=== block 1 ===
## src/rtl/gpio_uart_wb_bridge_if.sv

```systemverilog
// Wishbone classic bus between the UART debug bridge (master) and the core (slave).
interface gpio_uart_wb_bridge_if;
  logic        wbm_cyc_o;
  logic        wbm_stb_o;
  logic        wbm_we_o;
  logic [3:0]  wbm_sel_o;
  logic [31:0] wbm_adr_o;
  logic [31:0] wbm_dat_o;
  logic [31:0] wbm_dat_i;
  logic        wbm_ack_i;

  modport master (
    output wbm_cyc_o, wbm_stb_o, wbm_we_o, wbm_sel_o, wbm_adr_o, wbm_dat_o,
    input  wbm_dat_i, wbm_ack_i
  );

  modport slave (
    input  wbm_cyc_o, wbm_stb_o, wbm_we_o, wbm_sel_o, wbm_adr_o, wbm_dat_o,
    output wbm_dat_i, wbm_ack_i
  );
endinterface

```

## src/rtl/gpio_uart_wb_bridge.sv

```systemverilog
// UART (8N1) command bridge acting as Wishbone classic master; replies with status/read data.
// Frames: cmd, 4 addr bytes, 4 data bytes (writes only), all MSB first.
module gpio_uart_wb_bridge #(
  parameter int CLKS_PER_BIT = 434,
  parameter int WB_TIMEOUT   = 255
) (
  input  logic                  wb_clk_i,
  input  logic                  wb_rst_i,
  input  logic                  uart_rx_i,
  output logic                  uart_tx_o,
  output logic [1:0]            uart_oeb_o,
  gpio_uart_wb_bridge_if.master wb,
  output logic                  busy_o,
  output logic                  err_o
);
  localparam int CW = $clog2(CLKS_PER_BIT);
  localparam int TW = $clog2(WB_TIMEOUT + 1);

  typedef enum logic [2:0] {IDLE, GET_ADDR, GET_DATA, WB_CYCLE, SEND_RESP, SEND_DATA} state_t;

  state_t         state, state_nxt;
  logic           rx_meta, rx_sync, rx_last, rx_active, rx_vld, rx_ferr;
  logic [CW-1:0]  rx_cnt, rx_lim;
  logic [3:0]     rx_bit;
  logic [7:0]     rx_shift;
  logic           tx_active, tx_rdy, tx_vld;
  logic [CW-1:0]  tx_cnt;
  logic [3:0]     tx_bit;
  logic [9:0]     tx_frame;
  logic [7:0]     tx_byte, resp;
  logic           is_wr, sent;
  logic [1:0]     byte_cnt;
  logic [TW-1:0]  timer;
  logic [31:0]    rdata;

  assign uart_oeb_o = 2'b01;
  assign busy_o     = (state != IDLE);
  assign uart_tx_o  = tx_active ? tx_frame[0] : 1'b1;
  assign rx_lim     = (rx_bit == 4'd0) ? CW'(CLKS_PER_BIT / 2 - 1) : CW'(CLKS_PER_BIT - 1);
  // Ready on the last stop-bit cycle so consecutive bytes leave with no idle gap.
  assign tx_rdy     = !tx_active || (tx_cnt == CW'(CLKS_PER_BIT - 1) && tx_bit == 4'd9);

  always_ff @(posedge wb_clk_i) begin
    if (!wb_rst_i) begin
      rx_meta <= 1'b1; rx_sync <= 1'b1; rx_last <= 1'b1;
      rx_active <= 1'b0; rx_vld <= 1'b0; rx_ferr <= 1'b0;
      rx_cnt <= '0; rx_bit <= '0; rx_shift <= '0;
    end else begin
      rx_meta <= uart_rx_i;
      rx_sync <= rx_meta;
      rx_last <= rx_sync;
      rx_vld  <= 1'b0;
      rx_ferr <= 1'b0;
      if (!rx_active) begin
        if (rx_last && !rx_sync) begin
          rx_active <= 1'b1;
          rx_cnt    <= '0;
          rx_bit    <= '0;
        end
      end else if (rx_cnt == rx_lim) begin
        rx_cnt <= '0;
        if (rx_bit == 4'd0) begin
          if (rx_sync) rx_active <= 1'b0;
          else         rx_bit    <= 4'd1;
        end else if (rx_bit == 4'd9) begin
          rx_active <= 1'b0;
          if (rx_sync) rx_vld  <= 1'b1;
          else         rx_ferr <= 1'b1;
        end else begin
          rx_shift <= {rx_sync, rx_shift[7:1]};
          rx_bit   <= rx_bit + 4'd1;
        end
      end else begin
        rx_cnt <= rx_cnt + CW'(1);
      end
    end
  end

  always_ff @(posedge wb_clk_i) begin
    if (!wb_rst_i) begin
      tx_active <= 1'b0; tx_cnt <= '0; tx_bit <= '0; tx_frame <= '1;
    end else if (tx_vld && tx_rdy) begin
      tx_active <= 1'b1;
      tx_frame  <= {1'b1, tx_byte, 1'b0};
      tx_cnt    <= '0;
      tx_bit    <= '0;
    end else if (tx_active) begin
      if (tx_cnt == CW'(CLKS_PER_BIT - 1)) begin
        tx_cnt <= '0;
        if (tx_bit == 4'd9) begin
          tx_active <= 1'b0;
        end else begin
          tx_bit   <= tx_bit + 4'd1;
          tx_frame <= {1'b1, tx_frame[9:1]};
        end
      end else begin
        tx_cnt <= tx_cnt + CW'(1);
      end
    end
  end

  always_comb begin
    state_nxt = state;
    tx_vld    = 1'b0;
    tx_byte   = resp;
    case (state)
      IDLE: begin
        if (rx_ferr) state_nxt = SEND_RESP;
        else if (rx_vld)
          state_nxt = (rx_shift == 8'h01 || rx_shift == 8'h02) ? GET_ADDR : SEND_RESP;
      end
      GET_ADDR: begin
        if (rx_ferr) state_nxt = SEND_RESP;
        else if (rx_vld && byte_cnt == 2'd3) state_nxt = is_wr ? GET_DATA : WB_CYCLE;
      end
      GET_DATA: begin
        if (rx_ferr) state_nxt = SEND_RESP;
        else if (rx_vld && byte_cnt == 2'd3) state_nxt = WB_CYCLE;
      end
      WB_CYCLE: begin
        if (wb.wbm_ack_i || timer == TW'(WB_TIMEOUT - 1)) state_nxt = SEND_RESP;
      end
      SEND_RESP: begin
        if (!sent) begin
          tx_vld = 1'b1;
          if (tx_rdy && resp == 8'hA5 && !is_wr) state_nxt = SEND_DATA;
        end else if (!tx_active) begin
          state_nxt = IDLE;
        end
      end
      SEND_DATA: begin
        tx_byte = rdata[31:24];
        if (!sent) tx_vld = 1'b1;
        else if (!tx_active) state_nxt = IDLE;
      end
      default: state_nxt = IDLE;
    endcase
  end

  always_ff @(posedge wb_clk_i) begin
    if (!wb_rst_i) begin
      state <= IDLE; is_wr <= 1'b0; sent <= 1'b0; byte_cnt <= '0; timer <= '0;
      resp <= '0; rdata <= '0; err_o <= 1'b0;
      wb.wbm_cyc_o <= 1'b0; wb.wbm_stb_o <= 1'b0; wb.wbm_we_o <= 1'b0;
      wb.wbm_sel_o <= '0; wb.wbm_adr_o <= '0; wb.wbm_dat_o <= '0;
    end else begin
      state <= state_nxt;
      if (rx_ferr) err_o <= 1'b1;
      case (state)
        IDLE, GET_ADDR, GET_DATA: begin
          sent <= 1'b0;
          if (rx_ferr) begin
            resp <= 8'hFE;
          end else if (rx_vld) begin
            byte_cnt <= byte_cnt + 2'd1;
            if (state == IDLE) begin
              is_wr    <= (rx_shift == 8'h01);
              byte_cnt <= '0;
              resp     <= 8'h3F;
            end else if (state == GET_ADDR) begin
              wb.wbm_adr_o <= {wb.wbm_adr_o[23:0], rx_shift};
            end else begin
              wb.wbm_dat_o <= {wb.wbm_dat_o[23:0], rx_shift};
            end
          end
        end
        WB_CYCLE: begin
          // Ack on the terminal-count edge still wins over the timeout.
          if (wb.wbm_ack_i) begin
            rdata <= wb.wbm_dat_i;
            resp  <= 8'hA5;
          end else if (timer == TW'(WB_TIMEOUT - 1)) begin
            resp  <= 8'hEE;
            err_o <= 1'b1;
          end else begin
            timer <= timer + TW'(1);
          end
          if (state_nxt != WB_CYCLE) begin
            wb.wbm_cyc_o <= 1'b0; wb.wbm_stb_o <= 1'b0;
            wb.wbm_we_o  <= 1'b0; wb.wbm_sel_o <= '0;
          end
        end
        SEND_RESP: begin
          if (!sent && tx_rdy) begin
            if (state_nxt == SEND_DATA) byte_cnt <= '0;
            else                        sent     <= 1'b1;
          end
        end
        SEND_DATA: begin
          if (!sent && tx_rdy) begin
            rdata    <= {rdata[23:0], 8'h00};
            byte_cnt <= byte_cnt + 2'd1;
            if (byte_cnt == 2'd3) sent <= 1'b1;
          end
        end
        default: ;
      endcase
      if (state != WB_CYCLE && state_nxt == WB_CYCLE) begin
        wb.wbm_cyc_o <= 1'b1; wb.wbm_stb_o <= 1'b1;
        wb.wbm_we_o  <= is_wr; wb.wbm_sel_o <= 4'hF;
        timer        <= '0;
      end
    end
  end
endmodule

```

## src/flat_wrapper.sv

```systemverilog
// flat-port wrapper written by rule: the top's interface ports become plain ports
module gpio_uart_wb_bridge_flat 
#(
  parameter int CLKS_PER_BIT = 434,
  parameter int WB_TIMEOUT   = 255
)
  (wb_clk_i, wb_rst_i, uart_rx_i, uart_tx_o, uart_oeb_o, busy_o, err_o, wb_wbm_cyc_o, wb_wbm_stb_o, wb_wbm_we_o, wb_wbm_sel_o, wb_wbm_adr_o, wb_wbm_dat_o, wb_wbm_dat_i, wb_wbm_ack_i);
  gpio_uart_wb_bridge_if wb_i ();
  input  logic wb_clk_i;
  input  logic wb_rst_i;
  input  logic uart_rx_i;
  output logic uart_tx_o;
  output logic [1:0] uart_oeb_o;
  output logic busy_o;
  output logic err_o;
  output wire logic [$bits(wb_i.wbm_cyc_o)-1:0] wb_wbm_cyc_o;
  output wire logic [$bits(wb_i.wbm_stb_o)-1:0] wb_wbm_stb_o;
  output wire logic [$bits(wb_i.wbm_we_o)-1:0] wb_wbm_we_o;
  output wire logic [$bits(wb_i.wbm_sel_o)-1:0] wb_wbm_sel_o;
  output wire logic [$bits(wb_i.wbm_adr_o)-1:0] wb_wbm_adr_o;
  output wire logic [$bits(wb_i.wbm_dat_o)-1:0] wb_wbm_dat_o;
  input wire logic [$bits(wb_i.wbm_dat_i)-1:0] wb_wbm_dat_i;
  input wire logic [$bits(wb_i.wbm_ack_i)-1:0] wb_wbm_ack_i;
  assign wb_wbm_cyc_o = wb_i.wbm_cyc_o;
  assign wb_wbm_stb_o = wb_i.wbm_stb_o;
  assign wb_wbm_we_o = wb_i.wbm_we_o;
  assign wb_wbm_sel_o = wb_i.wbm_sel_o;
  assign wb_wbm_adr_o = wb_i.wbm_adr_o;
  assign wb_wbm_dat_o = wb_i.wbm_dat_o;
  assign wb_i.wbm_dat_i = wb_wbm_dat_i;
  assign wb_i.wbm_ack_i = wb_wbm_ack_i;
  gpio_uart_wb_bridge #(.CLKS_PER_BIT(CLKS_PER_BIT), .WB_TIMEOUT(WB_TIMEOUT)) u_core (.wb_clk_i(wb_clk_i), .wb_rst_i(wb_rst_i), .uart_rx_i(uart_rx_i), .uart_tx_o(uart_tx_o), .uart_oeb_o(uart_oeb_o), .wb(wb_i), .busy_o(busy_o), .err_o(err_o));
endmodule
```

## config.mk

```make
export PLATFORM = sky130hd
export DESIGN_NAME = gpio_uart_wb_bridge_flat
export DESIGN_NICKNAME = d
export VERILOG_FILES = /design/src/rtl/gpio_uart_wb_bridge_if.sv /design/src/rtl/gpio_uart_wb_bridge.sv /design/src/flat_wrapper.sv
export SDC_FILE = /design/constraint.sdc
export NUM_CORES = 1
export LEC_CHECK = 0
export ABC_CLOCK_PERIOD_IN_PS = 1850
export CORE_UTILIZATION = 45
export CTS_CLUSTER_DIAMETER = 50
export DETAILED_ROUTE_END_ITERATION = 10
export GPL_TIMING_DRIVEN = 0
export PLACE_DENSITY_LB_ADDON = 0.08
export SETUP_SLACK_MARGIN = 0.4
export SLEW_MARGIN = 0
export SYNTH_ARGS = -nofsm -noshare
export SYNTH_HDL_FRONTEND = slang
export SYNTH_SLANG_ARGS = --single-unit
export TNS_END_PERCENT = 100
```

## constraint.sdc

```tcl
create_clock -name wb_clk_i -period 1.85 [get_ports wb_clk_i]
set_input_delay 0.37 -clock wb_clk_i [delete_from_list [all_inputs] [get_ports wb_clk_i]]
set_output_delay 0.37 -clock wb_clk_i [all_outputs]
set_load 0.05 [all_outputs]
```

=== block 2 ===
<file path="src/rtl/alu_op_sequencer.sv">
// alu_op_sequencer
//   Issue controller between MIPS decode and the ALU. Takes one R-type
//   instruction at a time over a valid/ready handshake, decodes funct into
//   the 4-bit ALU op code, pulses alu_start on the first cycle of the op,
//   holds the op for its latency (MUL/DIV are multi-cycle) and then offers
//   completion to writeback over a second valid/ready handshake.
//
// Ports
//   clk        in   rising-edge clock
//   rst_n      in   asynchronous active-low reset
//   in_valid   in   decode presents an instruction
//   in_ready   out  sequencer can accept this cycle (combinational)
//   funct      in   [5:0] instruction funct field
//   flush      in   synchronous abort of the in-flight op
//   alu_op     out  [3:0] registered ALU op code, stable for the whole op
//   alu_start  out  one-cycle pulse on the first cycle of each op
//   busy       out  sequencer is not idle
//   out_valid  out  op result complete
//   out_ready  in   writeback accepts the result
//   illegal    out  registered; set with out_valid when funct was unknown
module alu_op_sequencer #(
  parameter int MUL_LAT = 4,
  parameter int DIV_LAT = 32,
  parameter int CNT_W   = 6
) (
  input  logic       clk,
  input  logic       rst_n,
  input  logic       in_valid,
  output logic       in_ready,
  input  logic [5:0] funct,
  input  logic       flush,
  output logic [3:0] alu_op,
  output logic       alu_start,
  output logic       busy,
  output logic       out_valid,
  input  logic       out_ready,
  output logic       illegal
);

  typedef enum logic [1:0] {IDLE, EXEC, DONE} state_t;

  localparam logic [3:0]       OP_MUL  = 4'b0010;
  localparam logic [3:0]       OP_DIV  = 4'b0011;
  localparam logic [CNT_W-1:0] MUL_CNT = CNT_W'(MUL_LAT - 1);
  localparam logic [CNT_W-1:0] DIV_CNT = CNT_W'(DIV_LAT - 1);

  state_t           state;
  logic [CNT_W-1:0] cnt;

  // Returns {illegal, op}. Unknown functs map to ADD's code so the ALU
  // still sees a harmless single-cycle op.
  function automatic logic [4:0] decode_funct(input logic [5:0] f);
    case (f)
      6'b100000: decode_funct = {1'b0, 4'b0000};
      6'b100010: decode_funct = {1'b0, 4'b0001};
      6'b000010: decode_funct = {1'b0, 4'b0010};
      6'b011010: decode_funct = {1'b0, 4'b0011};
      6'b100100: decode_funct = {1'b0, 4'b0100};
      6'b100101: decode_funct = {1'b0, 4'b0101};
      6'b100111: decode_funct = {1'b0, 4'b0110};
      6'b000000: decode_funct = {1'b0, 4'b0111};
      6'b000011: decode_funct = {1'b0, 4'b1000};
      6'b101010: decode_funct = {1'b0, 4'b1001};
      6'b100110: decode_funct = {1'b0, 4'b1010};
      default:   decode_funct = {1'b1, 4'b0000};
    endcase
  endfunction

  // Counter preload is latency-1: the counter hits zero on the last
  // execute cycle, and out_valid rises on the following edge.
  function automatic logic [CNT_W-1:0] preload(input logic [3:0] op);
    case (op)
      OP_MUL:  preload = MUL_CNT;
      OP_DIV:  preload = DIV_CNT;
      default: preload = '0;
    endcase
  endfunction

  logic [3:0] dec_op;
  logic       dec_ill;
  logic       accept;

  assign {dec_ill, dec_op} = decode_funct(funct);
  assign in_ready  = !flush && ((state == IDLE) || ((state == DONE) && out_ready));
  assign accept    = in_valid && in_ready;
  assign busy      = (state != IDLE);

  always_ff @(posedge clk or negedge rst_n) begin
    if (!rst_n) begin
      state     <= IDLE;
      alu_op    <= 4'b0000;
      alu_start <= 1'b0;
      out_valid <= 1'b0;
      illegal   <= 1'b0;
      cnt       <= '0;
    end else if (flush) begin
      // alu_op deliberately keeps its last value across a flush.
      state     <= IDLE;
      alu_start <= 1'b0;
      out_valid <= 1'b0;
      illegal   <= 1'b0;
      cnt       <= '0;
    end else begin
      alu_start <= 1'b0;
      // accept is only possible from IDLE or from DONE with out_ready,
      // which covers both fresh issue and bubble-free back-to-back issue.
      if (accept) begin
        state     <= EXEC;
        alu_op    <= dec_op;
        illegal   <= dec_ill;
        cnt       <= preload(dec_op);
        alu_start <= 1'b1;
        out_valid <= 1'b0;
      end else begin
        case (state)
          EXEC: begin
            if (cnt == '0) begin
              state     <= DONE;
              out_valid <= 1'b1;
            end else begin
              cnt <= cnt - 1'b1;
            end
          end
          DONE: begin
            if (out_ready) begin
              state     <= IDLE;
              out_valid <= 1'b0;
            end
          end
          default: ;
        endcase
      end
    end
  end

endmodule

</file>
<file path="config.mk">
export PLATFORM = sky130hd
export DESIGN_NAME = alu_op_sequencer
export DESIGN_NICKNAME = d
export VERILOG_FILES = /design/src/rtl/alu_op_sequencer.sv
export SDC_FILE = /design/constraint.sdc
export NUM_CORES = 1
export LEC_CHECK = 0
export ABC_AREA = 1
export CAP_MARGIN = 10
export CORE_MARGIN = 4
export CORE_UTILIZATION = 45
export DETAILED_ROUTE_END_ITERATION = 8
export PLACE_DENSITY = 0.75
export SYNTH_ARGS = -nofsm -noshare
export SYNTH_HDL_FRONTEND = slang
export SYNTH_SLANG_ARGS = --single-unit
</file>
<file path="constraint.sdc">
create_clock -name clk -period 1.2 [get_ports clk]
set_input_delay 0.12 -clock clk [delete_from_list [all_inputs] [get_ports clk]]
set_output_delay 0.12 -clock clk [all_outputs]
set_load 0.02 [all_outputs]
</file>
=== block 3 ===
--- src/rtl/gf_mult_pkg.sv ---
// Shared definitions for the GF(2^M) digit-serial multiplier.
//   DEFAULT_M / DEFAULT_D : default field degree and digit width
//   state_t               : controller states (IDLE, CAL)
//   cnt_width()           : width of the digit counter for K = M/D digits
package gf_mult_pkg;

    localparam int DEFAULT_M = 8;
    localparam int DEFAULT_D = 2;

    typedef enum logic {
        IDLE = 1'b0,
        CAL  = 1'b1
    } state_t;

    // The counter has to be able to hold the values 0..K.
    function automatic int cnt_width(input int k);
        return $clog2(k + 1);
    endfunction

endpackage

--- src/rtl/gf2m_digit_serial_mult_if.sv ---
// Request/response bundle for gf2m_digit_serial_mult.
//   start  : request a product; the multiplier takes it only while not busy
//   a, b   : operands (polynomial basis, bit i = coefficient of x^i)
//   g      : low M coefficients of the field polynomial (x^M implicit)
//   busy   : a product is in progress; start is ignored while high
//   result : last completed product, held until the next completion
//   done   : one-cycle pulse when result has just been updated
//
// Handshake: start acts as valid and (!busy) as ready. A request is taken on
// a rising edge where start=1 and the multiplier is idle; a, b and g are
// captured on that same edge and may change freely afterwards. There is no
// back-pressure on the response: done is a single-cycle pulse and result
// stays stable until the next pulse.
interface gf2m_digit_serial_mult_if
    import gf_mult_pkg::*;
#(
    parameter int M = DEFAULT_M
);
    logic         start;
    logic [M-1:0] a;
    logic [M-1:0] b;
    logic [M-1:0] g;
    logic         busy;
    logic [M-1:0] result;
    logic         done;

    modport master (
        output start, a, b, g,
        input  busy, result, done
    );

    modport slave (
        input  start, a, b, g,
        output busy, result, done
    );
endinterface

--- src/rtl/gf_digit_cell.sv ---
// One digit step of the MSB-digit-first multiplier, purely combinational:
//   t_next = (t * x^D mod p) xor (a * digit mod p),  p = x^M + g
// Evaluated Horner style: D single-bit steps, each a multiply-by-x with
// reduction (shift left, xor g when the shifted-out bit is 1) followed by
// a conditional add of a for the matching digit bit.
//   t     : current accumulator
//   a     : multiplicand
//   g     : field polynomial low coefficients
//   digit : D-bit slice of the multiplier, MSB is the highest power
//   t_next: next accumulator
module gf_digit_cell
    import gf_mult_pkg::*;
#(
    parameter int M = DEFAULT_M,
    parameter int D = DEFAULT_D
) (
    input  logic [M-1:0] t,
    input  logic [M-1:0] a,
    input  logic [M-1:0] g,
    input  logic [D-1:0] digit,
    output logic [M-1:0] t_next
);

    logic [M-1:0] acc;

    always_comb begin
        acc = t;
        for (int i = D - 1; i >= 0; i--) begin
            acc = (acc << 1) ^ ({M{acc[M-1]}} & g);
            if (digit[i]) begin
                acc = acc ^ a;
            end
        end
        t_next = acc;
    end

endmodule

--- src/rtl/gf2m_digit_serial_mult.sv ---
// Digit-serial GF(2^M) multiplier, result = a*b mod (x^M + g).
// Consumes D bits of b per cycle, most significant digit first, so a product
// takes K = M/D cycles in CAL plus one IDLE cycle to accept the next request.
// M must be a multiple of D.
//   clk       : clock, rising edge
//   rst_n     : asynchronous active-low reset
//   bus       : request/response bundle (slave side)
//   fsm_state : controller state, for observation
module gf2m_digit_serial_mult
    import gf_mult_pkg::*;
#(
    parameter int M = DEFAULT_M,
    parameter int D = DEFAULT_D
) (
    input  logic                        clk,
    input  logic                        rst_n,
    gf2m_digit_serial_mult_if.slave     bus,
    output state_t                      fsm_state
);

    localparam int K     = M / D;
    localparam int CNT_W = cnt_width(K);

    state_t           state;
    logic [CNT_W-1:0] cnt;
    logic [M-1:0]     a_q;
    logic [M-1:0]     b_q;
    logic [M-1:0]     g_q;
    logic [M-1:0]     t_q;
    logic [M-1:0]     t_next;
    logic [M-1:0]     result_q;
    logic             busy_q;
    logic             done_q;
    logic [D-1:0]     digit;

    // Digit select as a constant-index mux: only counter values 0..K-1 pick
    // a slice, so b is never indexed out of range even if cnt were corrupt.
    always_comb begin
        digit = '0;
        for (int k = 0; k < K; k++) begin
            if (cnt == CNT_W'(k)) begin
                digit = b_q[(K - k) * D - 1 -: D];
            end
        end
    end

    gf_digit_cell #(
        .M (M),
        .D (D)
    ) u_cell (
        .t      (t_q),
        .a      (a_q),
        .g      (g_q),
        .digit  (digit),
        .t_next (t_next)
    );

    always_ff @(posedge clk or negedge rst_n) begin
        if (!rst_n) begin
            state    <= IDLE;
            cnt      <= '0;
            a_q      <= '0;
            b_q      <= '0;
            g_q      <= '0;
            t_q      <= '0;
            result_q <= '0;
            busy_q   <= 1'b0;
            done_q   <= 1'b0;
        end else begin
            done_q <= 1'b0;
            case (state)
                IDLE: begin
                    if (bus.start) begin
                        a_q    <= bus.a;
                        b_q    <= bus.b;
                        g_q    <= bus.g;
                        t_q    <= '0;
                        cnt    <= '0;
                        busy_q <= 1'b1;
                        state  <= CAL;
                    end
                end
                CAL: begin
                    t_q <= t_next;
                    cnt <= cnt + 1'b1;
                    // Last digit: publish the product straight from the cell
                    // so done lines up with the K-th CAL edge.
                    if (cnt == CNT_W'(K - 1)) begin
                        result_q <= t_next;
                        done_q   <= 1'b1;
                        busy_q   <= 1'b0;
                        state    <= IDLE;
                    end
                end
                default: begin
                    state  <= IDLE;
                    busy_q <= 1'b0;
                end
            endcase
        end
    end

    assign bus.busy   = busy_q;
    assign bus.result = result_q;
    assign bus.done   = done_q;
    assign fsm_state  = state;

endmodule

--- src/flat_wrapper.sv ---
// flat-port wrapper written by rule: the top's interface ports become plain ports
module gf2m_digit_serial_mult_flat import gf_mult_pkg::*;
#(
    parameter int M = DEFAULT_M,
    parameter int D = DEFAULT_D
)
  (clk, rst_n, fsm_state, bus_start, bus_a, bus_b, bus_g, bus_busy, bus_result, bus_done);
  gf2m_digit_serial_mult_if #(.M(M)) bus_i ();
  input  logic clk;
  input  logic rst_n;
  output state_t fsm_state;
  input wire logic [$bits(bus_i.start)-1:0] bus_start;
  input wire logic [$bits(bus_i.a)-1:0] bus_a;
  input wire logic [$bits(bus_i.b)-1:0] bus_b;
  input wire logic [$bits(bus_i.g)-1:0] bus_g;
  output wire logic [$bits(bus_i.busy)-1:0] bus_busy;
  output wire logic [$bits(bus_i.result)-1:0] bus_result;
  output wire logic [$bits(bus_i.done)-1:0] bus_done;
  assign bus_i.start = bus_start;
  assign bus_i.a = bus_a;
  assign bus_i.b = bus_b;
  assign bus_i.g = bus_g;
  assign bus_busy = bus_i.busy;
  assign bus_result = bus_i.result;
  assign bus_done = bus_i.done;
  gf2m_digit_serial_mult #(.M(M), .D(D)) u_core (.clk(clk), .rst_n(rst_n), .bus(bus_i), .fsm_state(fsm_state));
endmodule
--- config.mk ---
export PLATFORM = sky130hd
export DESIGN_NAME = gf2m_digit_serial_mult_flat
export DESIGN_NICKNAME = d
export VERILOG_FILES = /design/src/rtl/gf_mult_pkg.sv /design/src/rtl/gf2m_digit_serial_mult_if.sv /design/src/rtl/gf_digit_cell.sv /design/src/rtl/gf2m_digit_serial_mult.sv /design/src/flat_wrapper.sv
export SDC_FILE = /design/constraint.sdc
export NUM_CORES = 1
export LEC_CHECK = 0
export CAP_MARGIN = 20
export CORE_MARGIN = 4
export CORE_UTILIZATION = 30
export CTS_CLUSTER_SIZE = 20
export DETAILED_ROUTE_END_ITERATION = 8
export GPL_TIMING_DRIVEN = 0
export PLACE_DENSITY_LB_ADDON = 0.12
export RECOVER_POWER = 50
export SYNTH_ARGS = -nofsm -noshare
export SYNTH_HDL_FRONTEND = slang
export SYNTH_HIERARCHICAL = 1
export SYNTH_SLANG_ARGS = --single-unit
--- constraint.sdc ---
create_clock -name clk -period 2.8 [get_ports clk]
set_input_delay 0.56 -clock clk [delete_from_list [all_inputs] [get_ports clk]]
set_output_delay 0.56 -clock clk [all_outputs]
set_load 0.02 [all_outputs]
=== block 4 ===
$ cat src/rtl/alg_sched.sv
// Round-robin scheduler sharing one multi-cycle alg_unit between two requesters.
// Optional result cache enabled by defining ALG_RESULT_CACHE_EN.

package lc3b_types;
    typedef logic [15:0] lc3b_word;
    localparam logic [2:0] op_mul = 3'b001;
endpackage

module alg_sched
    import lc3b_types::*;
#(
    parameter int unsigned LATENCY = 4
) (
    input  logic       clk,
    input  logic       reset,
    input  logic       req0,
    input  logic       req1,
    input  lc3b_word   opA0,
    input  lc3b_word   opB0,
    input  lc3b_word   opA1,
    input  lc3b_word   opB1,
    input  logic [2:0] op0,
    input  logic [2:0] op1,
    output logic       done0,
    output logic       done1,
    output lc3b_word   hi0,
    output lc3b_word   lo0,
    output lc3b_word   hi1,
    output lc3b_word   lo1,
    output lc3b_word   unit_opA,
    output lc3b_word   unit_opB,
    output logic [2:0] unit_op,
    input  lc3b_word   unit_hi,
    input  lc3b_word   unit_lo
);
    localparam int unsigned CNT_W = 3;

    typedef enum logic [1:0] {
        IDLE = 2'd0,
        BUSY = 2'd1,
        DONE = 2'd2
    } state_t;

    state_t           state;
    state_t           state_nxt;
    logic [CNT_W-1:0] cnt;
    logic             ptr;
    logic             ptr_nxt;
    logic             gnt;
    logic             gnt_nxt;
    logic             take;
    logic             hit;
    lc3b_word         hit_hi;
    lc3b_word         hit_lo;
    lc3b_word         sel_a;
    lc3b_word         sel_b;
    logic [2:0]       sel_op;
    logic [2:0]       op_q;
    logic [2:0]       op_nxt;
    logic [2:0]       unit_op_nxt;
    logic             done0_nxt;
    logic             done1_nxt;
    logic             res_we;
    lc3b_word         res_hi;
    lc3b_word         res_lo;
    logic             mul_cmpl;

`ifdef ALG_RESULT_CACHE_EN
    lc3b_word   c_a;
    lc3b_word   c_b;
    lc3b_word   c_hi;
    lc3b_word   c_lo;
    logic [2:0] c_op;
    logic       c_vld;
`endif

    assign mul_cmpl = (state == BUSY) && (cnt == '0);

    // State register
    always_ff @(posedge clk) begin
        if (reset) begin
            state <= IDLE;
        end else begin
            state <= state_nxt;
        end
    end

    // Arbitration, operand selection and next state
    always_comb begin
        state_nxt = state;
        gnt_nxt   = gnt;
        ptr_nxt   = ptr;
        take      = 1'b0;
        if (state == IDLE && (req0 || req1)) begin
            take = 1'b1;
            if (req0 && req1) begin
                gnt_nxt = ptr;
                ptr_nxt = ~ptr;
            end else begin
                gnt_nxt = req1;
            end
        end
        sel_a  = gnt_nxt ? opA1 : opA0;
        sel_b  = gnt_nxt ? opB1 : opB0;
        sel_op = gnt_nxt ? op1  : op0;
`ifdef ALG_RESULT_CACHE_EN
        hit    = c_vld && (sel_op == op_mul) && (c_op == sel_op)
                 && (c_a == sel_a) && (c_b == sel_b);
        hit_hi = c_hi;
        hit_lo = c_lo;
`else
        hit    = 1'b0;
        hit_hi = '0;
        hit_lo = '0;
`endif
        case (state)
            IDLE: if (take) state_nxt = (sel_op != op_mul || hit) ? DONE : BUSY;
            BUSY: if (cnt == '0) state_nxt = DONE;
            DONE: state_nxt = IDLE;
            default: state_nxt = IDLE;
        endcase
    end

    // Next values of the registered outputs
    always_comb begin
        res_we = 1'b0;
        res_hi = '0;
        res_lo = '0;
        if (take && state_nxt == DONE) begin
            res_we = 1'b1;
            if (hit) begin
                res_hi = hit_hi;
                res_lo = hit_lo;
            end
        end else if (mul_cmpl) begin
            res_we = 1'b1;
            res_hi = unit_hi;
            res_lo = unit_lo;
        end
        op_nxt      = take ? sel_op : op_q;
        unit_op_nxt = (state_nxt == BUSY) ? op_nxt : 3'b000;
        done0_nxt   = (state_nxt == DONE) && !gnt_nxt;
        done1_nxt   = (state_nxt == DONE) && gnt_nxt;
    end

    // Latched request, latency counter and per-port results
    always_ff @(posedge clk) begin
        if (reset) begin
            cnt      <= '0;
            ptr      <= 1'b0;
            gnt      <= 1'b0;
            op_q     <= '0;
            unit_opA <= '0;
            unit_opB <= '0;
            unit_op  <= '0;
            done0    <= 1'b0;
            done1    <= 1'b0;
            hi0      <= '0;
            lo0      <= '0;
            hi1      <= '0;
            lo1      <= '0;
        end else begin
            ptr     <= ptr_nxt;
            gnt     <= gnt_nxt;
            op_q    <= op_nxt;
            unit_op <= unit_op_nxt;
            done0   <= done0_nxt;
            done1   <= done1_nxt;
            if (take) begin
                unit_opA <= sel_a;
                unit_opB <= sel_b;
                cnt      <= CNT_W'(LATENCY - 1);
            end else if (state == BUSY && cnt != '0) begin
                cnt <= cnt - CNT_W'(1);
            end
            if (res_we) begin
                if (gnt_nxt) begin
                    hi1 <= res_hi;
                    lo1 <= res_lo;
                end else begin
                    hi0 <= res_hi;
                    lo0 <= res_lo;
                end
            end
        end
    end

`ifdef ALG_RESULT_CACHE_EN
    // Single-entry memo of the most recent multiply completed by the unit
    always_ff @(posedge clk) begin
        if (reset) begin
            c_a   <= '0;
            c_b   <= '0;
            c_op  <= '0;
            c_hi  <= '0;
            c_lo  <= '0;
            c_vld <= 1'b0;
        end else if (mul_cmpl) begin
            c_a   <= unit_opA;
            c_b   <= unit_opB;
            c_op  <= op_q;
            c_hi  <= unit_hi;
            c_lo  <= unit_lo;
            c_vld <= 1'b1;
        end
    end
`endif

endmodule

$ cat config.mk
export PLATFORM = sky130hd
export DESIGN_NAME = alg_sched
export DESIGN_NICKNAME = d
export VERILOG_FILES = /design/src/rtl/alg_sched.sv
export SDC_FILE = /design/constraint.sdc
export NUM_CORES = 1
export LEC_CHECK = 0
export CORE_ASPECT_RATIO = 2
export CORE_MARGIN = 10
export CORE_UTILIZATION = 44
export CTS_CLUSTER_DIAMETER = 120
export DETAILED_ROUTE_END_ITERATION = 10
export GPL_ROUTABILITY_DRIVEN = 0
export MAX_ROUTING_LAYER = met4
export PLACE_DENSITY = 0.86
export SYNTH_ARGS = -nofsm -noshare
export SYNTH_HDL_FRONTEND = slang
export SYNTH_SLANG_ARGS = --single-unit
$ cat constraint.sdc
create_clock -name clk -period 2.7 [get_ports clk]
set_input_delay 0.27 -clock clk [delete_from_list [all_inputs] [get_ports clk]]
set_output_delay 0.27 -clock clk [all_outputs]
set_load 0.02 [all_outputs]
Figure 1. Congestion heat map (block 1).
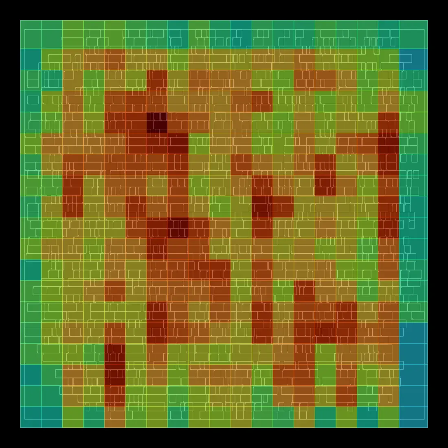
grt met2 use: 44.7%
met1 track demand over resource in global routing: 33.8%
drt wl/cell: 17.6 µm

==> results.rst, block 1 <==
Metrics
=======

.. list-table::
   :header-rows: 1

   * - Metric
     - Value
   * - Worst EP required
     - 1480 ps
   * - Number of max-capacitance violations reported
     - 0
   * - Met2 WL post-DR
     - roughly 12000 µm
   * - Core utilization of the finished layout
     - approximately 72%
   * - Area occupied by registers
     - approximately 0.0035 mm²
   * - Synth flops
     - ~170
   * - Highest fanout seen on the critical path
     - 3
   * - Failing checks
     - negative setup slack
   * - Worst-case setup margin in the final layout
     - -286 ps
   * - Post-CTS repair timing setup buffer count
     - between 50 and 60
   * - Area figure in the yosys stat output
     - around 0.0078 mm²
   * - Category of cells accounting for the largest share of critical-path delay
     - buffers and inverters
   * - Busiest layer in global routing
     - met2
   * - CP Depth
     - 6
   * - Post-route design area
     - between 0.01 and 0.015 mm²
   * - Element type at the critical path end
     - output port
   * - Status
     - finished, violations left
   * - Number of endpoints failing setup at the final stage
     - 39
   * - Core area
     - ~0.017 mm²
   * - Simple-gate share of the synthesized area
     - approximately 25%
   * - Detailed Place HPWL
     - 14900 µm
   * - Total routing resource utilization after global routing
     - between 20% and 30%
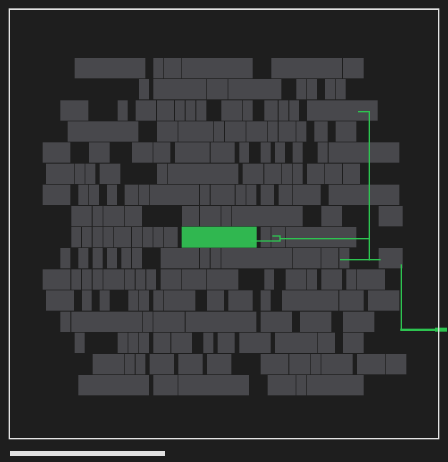
Figure 2: block 2, nets reached from selected ports.
Bar = 20 µm.
out_valid -> green  # direction output, edge east, end cells 1, buffers 1, wire 55.0 µm

==> results.rst, block 2 <==
Metrics
=======

.. list-table::
   :header-rows: 1

   * - Metric
     - Value
   * - Sequential fraction of total cell area
     - ~23%
   * - Busiest layer in global routing
     - met2
   * - Failing checks
     - negative setup slack
   * - Overflow left after global routing
     - 0
   * - Status
     - finished, violations left
   * - Number of antenna-violating nets in the routed design
     - 0
   * - Reg-to-reg endpoint
     - cnt[3]
   * - Chip Area
     - roughly 0.0030 mm²
   * - Main logic family after synthesis
     - simple AND/OR/NAND/NOR gates
   * - Final Slew Violations
     - 0
   * - GR Util met3
     - under 10%
   * - Worst-case setup margin in the final layout
     - -245 ps
   * - Worst EP required
     - about 1400 ps
   * - Proportion of netlist area held by the largest area contributor
     - around a third
   * - Cell internal power dissipation
     - roughly 0.0016 W
   * - Fraction of registers with async set or reset after synthesis
     - 100%
   * - Post-route total power
     - between 0.002 and 0.003 W
   * - Slowest Stage Delay on Critical Path
     - 390 ps
   * - Number of standard cells in the layout, taps in and fillers out
     - about 210
   * - Setup repair after global routing missed its margin
     - yes
   * - Most used standard cell by instance count after synthesis
     - sky130_fd_sc_hd__nand2_1
   * - Number of endpoints failing setup at the final stage
     - 16
   * - Power attributed to sequential cells
     - 0.000741 W
   * - MI comb area
     - 668 µm²
   * - Min Hold Slack
     - 124 ps
   * - Worst setup SP type
     - register
   * - Post-route design area
     - 0.00152 mm²
   * - Post-CTS repair timing setup buffer count
     - 1
   * - Setup_tns
     - -2770 ps
   * - Met1 track demand over resource in global routing
     - between 20 and 25%
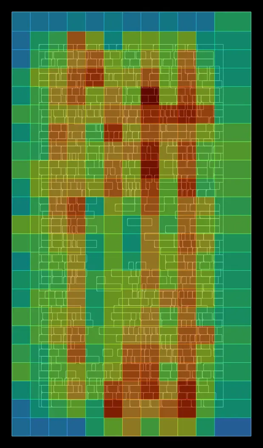
Figure 3: block 4, congestion heat map.
GR Util met3: 6.65%
met1 track demand over resource in global routing: 18.3%
grt met2 use: 33.9%
core utilization of the finished layout: 71.3%

==> results.rst, block 4 <==
Metrics
=======

.. list-table::
   :header-rows: 1

   * - Metric
     - Value
   * - Most used standard cell by instance count after synthesis
     - sky130_fd_sc_hd__dfxtp_1
   * - Critical path buffers and inverters
     - 1
   * - Post-synthesis instance total
     - approximately 430
   * - Total routing resource utilization after global routing
     - between 15 and 20%
   * - Setup_tns
     - 0 ps
   * - Final Slew Violations
     - 0
   * - Area figure in the yosys stat output
     - around 0.0043 mm²
   * - Predominant post-synthesis flop cell
     - sky130_fd_sc_hd__dfxtp_1
   * - Leakage power
     - around 2.6 nW
   * - Clock distribution area overhead in the final layout
     - under 10%
   * - Element type at the critical path end
     - register
   * - Setup crit end
     - hi1[10]
   * - Maximum number of pins on one net before global-route repair
     - just under 70
   * - Status
     - completed
   * - Filler cell count in the final layout
     - roughly 700
   * - Post-CTS sizing
     - 0
   * - Port Buf Inserts
     - just over 200
   * - Launch point of the critical path
     - req0
   * - Number of antenna-violating nets in the routed design
     - 0
   * - Destination of the worst hold path
     - ptr
   * - Post-route design area
     - 0.00669 mm²
   * - Reg-to-reg endpoint
     - hi1[10]
   * - Inserted Diodes
     - 1
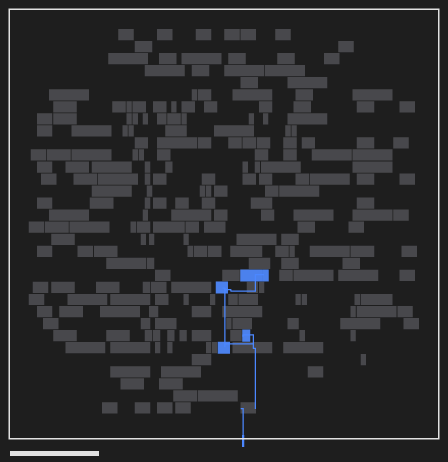
Figure 4: block 3, nets reached from selected ports.
Bar = 20 µm.
bus_start -> blue  # direction input, edge south, end cells 5, buffers 1, wire 59.8 µm

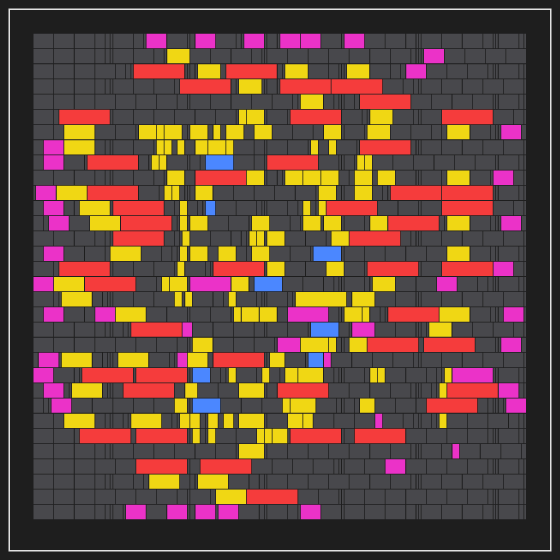
Figure 5: block 3, placed cells, one colour a class.
Fill, decap, tap and diode cells in grey.
remaining buffers and delay cells -> magenta  # cells 46, share of their area 16%
clock drivers and dummy loads -> blue  # cells 8, share of their area 3.2%
sequential cells -> red  # cells 46, share of their area 41%
combinational and other logic -> yellow  # cells 134, share of their area 40%

==> results.rst, block 3 <==
Metrics
=======

.. list-table::
   :header-rows: 1

   * - Metric
     - Value
   * - Transition at the pin with the smallest max-transition slack
     - 1300 ps
   * - Status
     - completed
   * - Maximum clock insertion buffer count
     - 2
   * - Post-Synth XOR/XNOR Area
     - between 10 and 15%
   * - CTS tree
     - done
   * - Die X-Extent
     - around 97 µm
   * - Portion of total power attributed to sequential cells
     - a little under a third
   * - Main area contributors after synthesis
     - sky130_fd_sc_hd__dfrtp_1 49%, sky130_fd_sc_hd__mux2_4 11%, sky130_fd_sc_hd__mux2_2 6.7%, sky130_fd_sc_hd__nand2_1 5.3%, sky130_fd_sc_hd__xnor2_1 5.2%
   * - Latest clock arrival within the worst-skew pair
     - 300 ps
   * - Compound-cell area share of the yosys netlist
     - about 6%
   * - Simple-gate share of the synthesized area
     - between 8 and 9%
   * - Filler cell count in the final layout
     - 769
   * - Reg-to-reg endpoint
     - u_core/bus.result[5]
   * - Hold-fix buffers at CTS
     - 0
   * - Cell accounting for the most synthesized area
     - sky130_fd_sc_hd__dfrtp_1
   * - Maximum operating frequency
     - just over 400 MHz

==> screenshots <==
Metal 1.
panel A
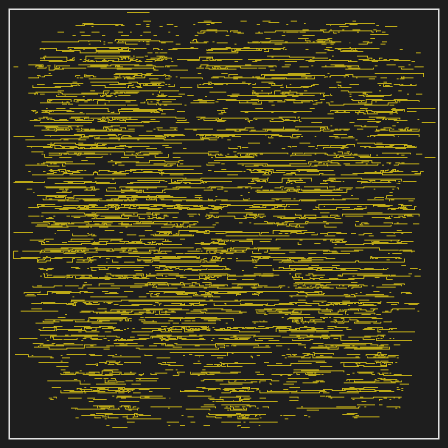
panel B
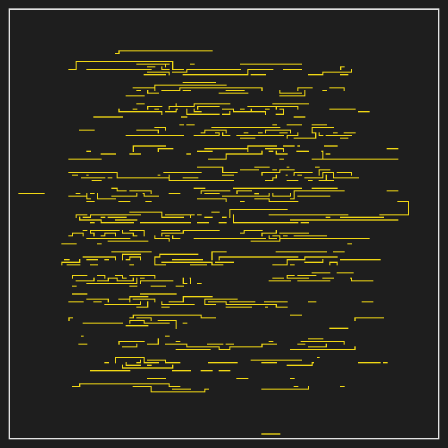
panel C
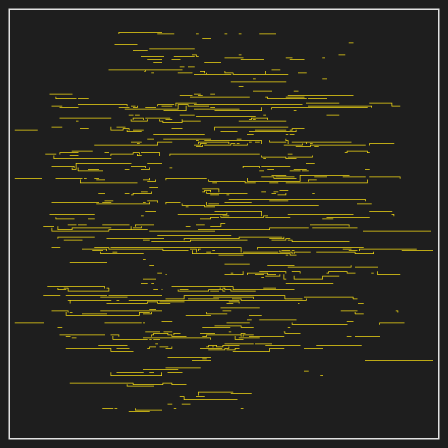
panel D
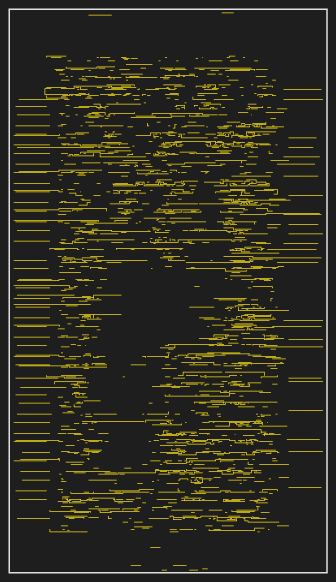
For block 3, see panel C.
For block 2, see panel B.
For block 1, see panel A.
For block 4, see panel D.



## Gallery

Clock wires, drivers and flops.
picture 1
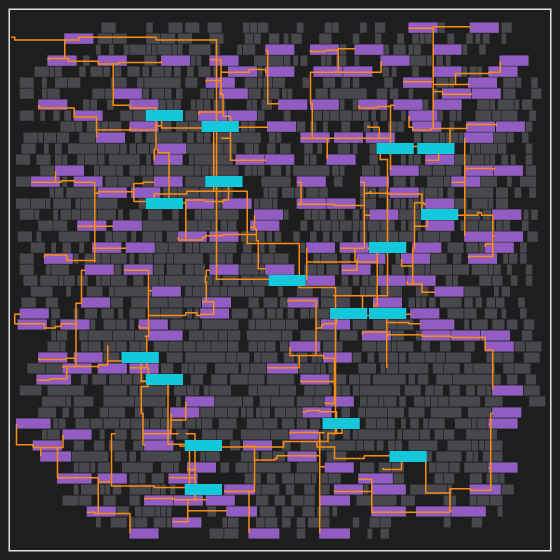
picture 2
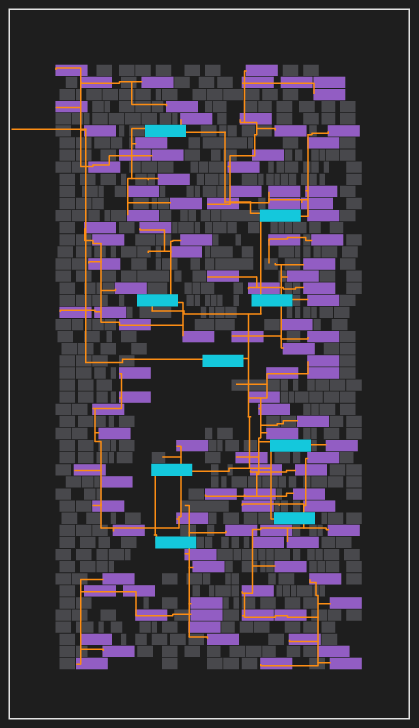
picture 3
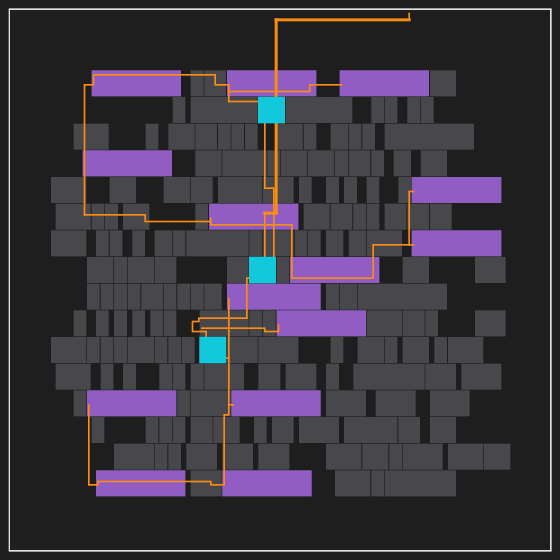
picture 4
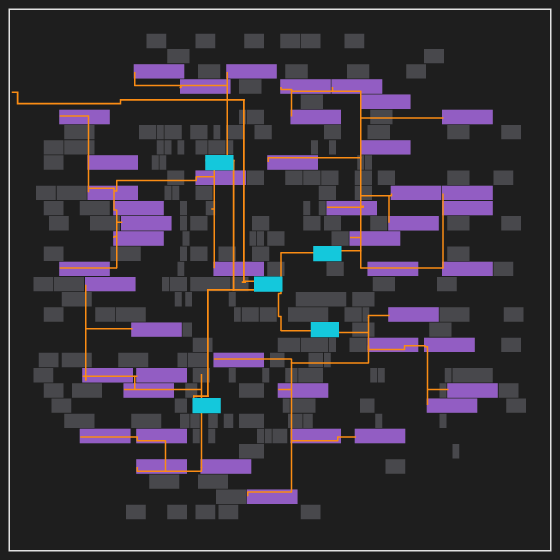
The one with the most sequential cells is picture 1.
| picture | from |
|---|---|
| picture 2 | block 4 |
| picture 4 | block 3 |
| picture 3 | block 2 |
| picture 1 | block 1 |

Power and IR drop assume default switching activity.
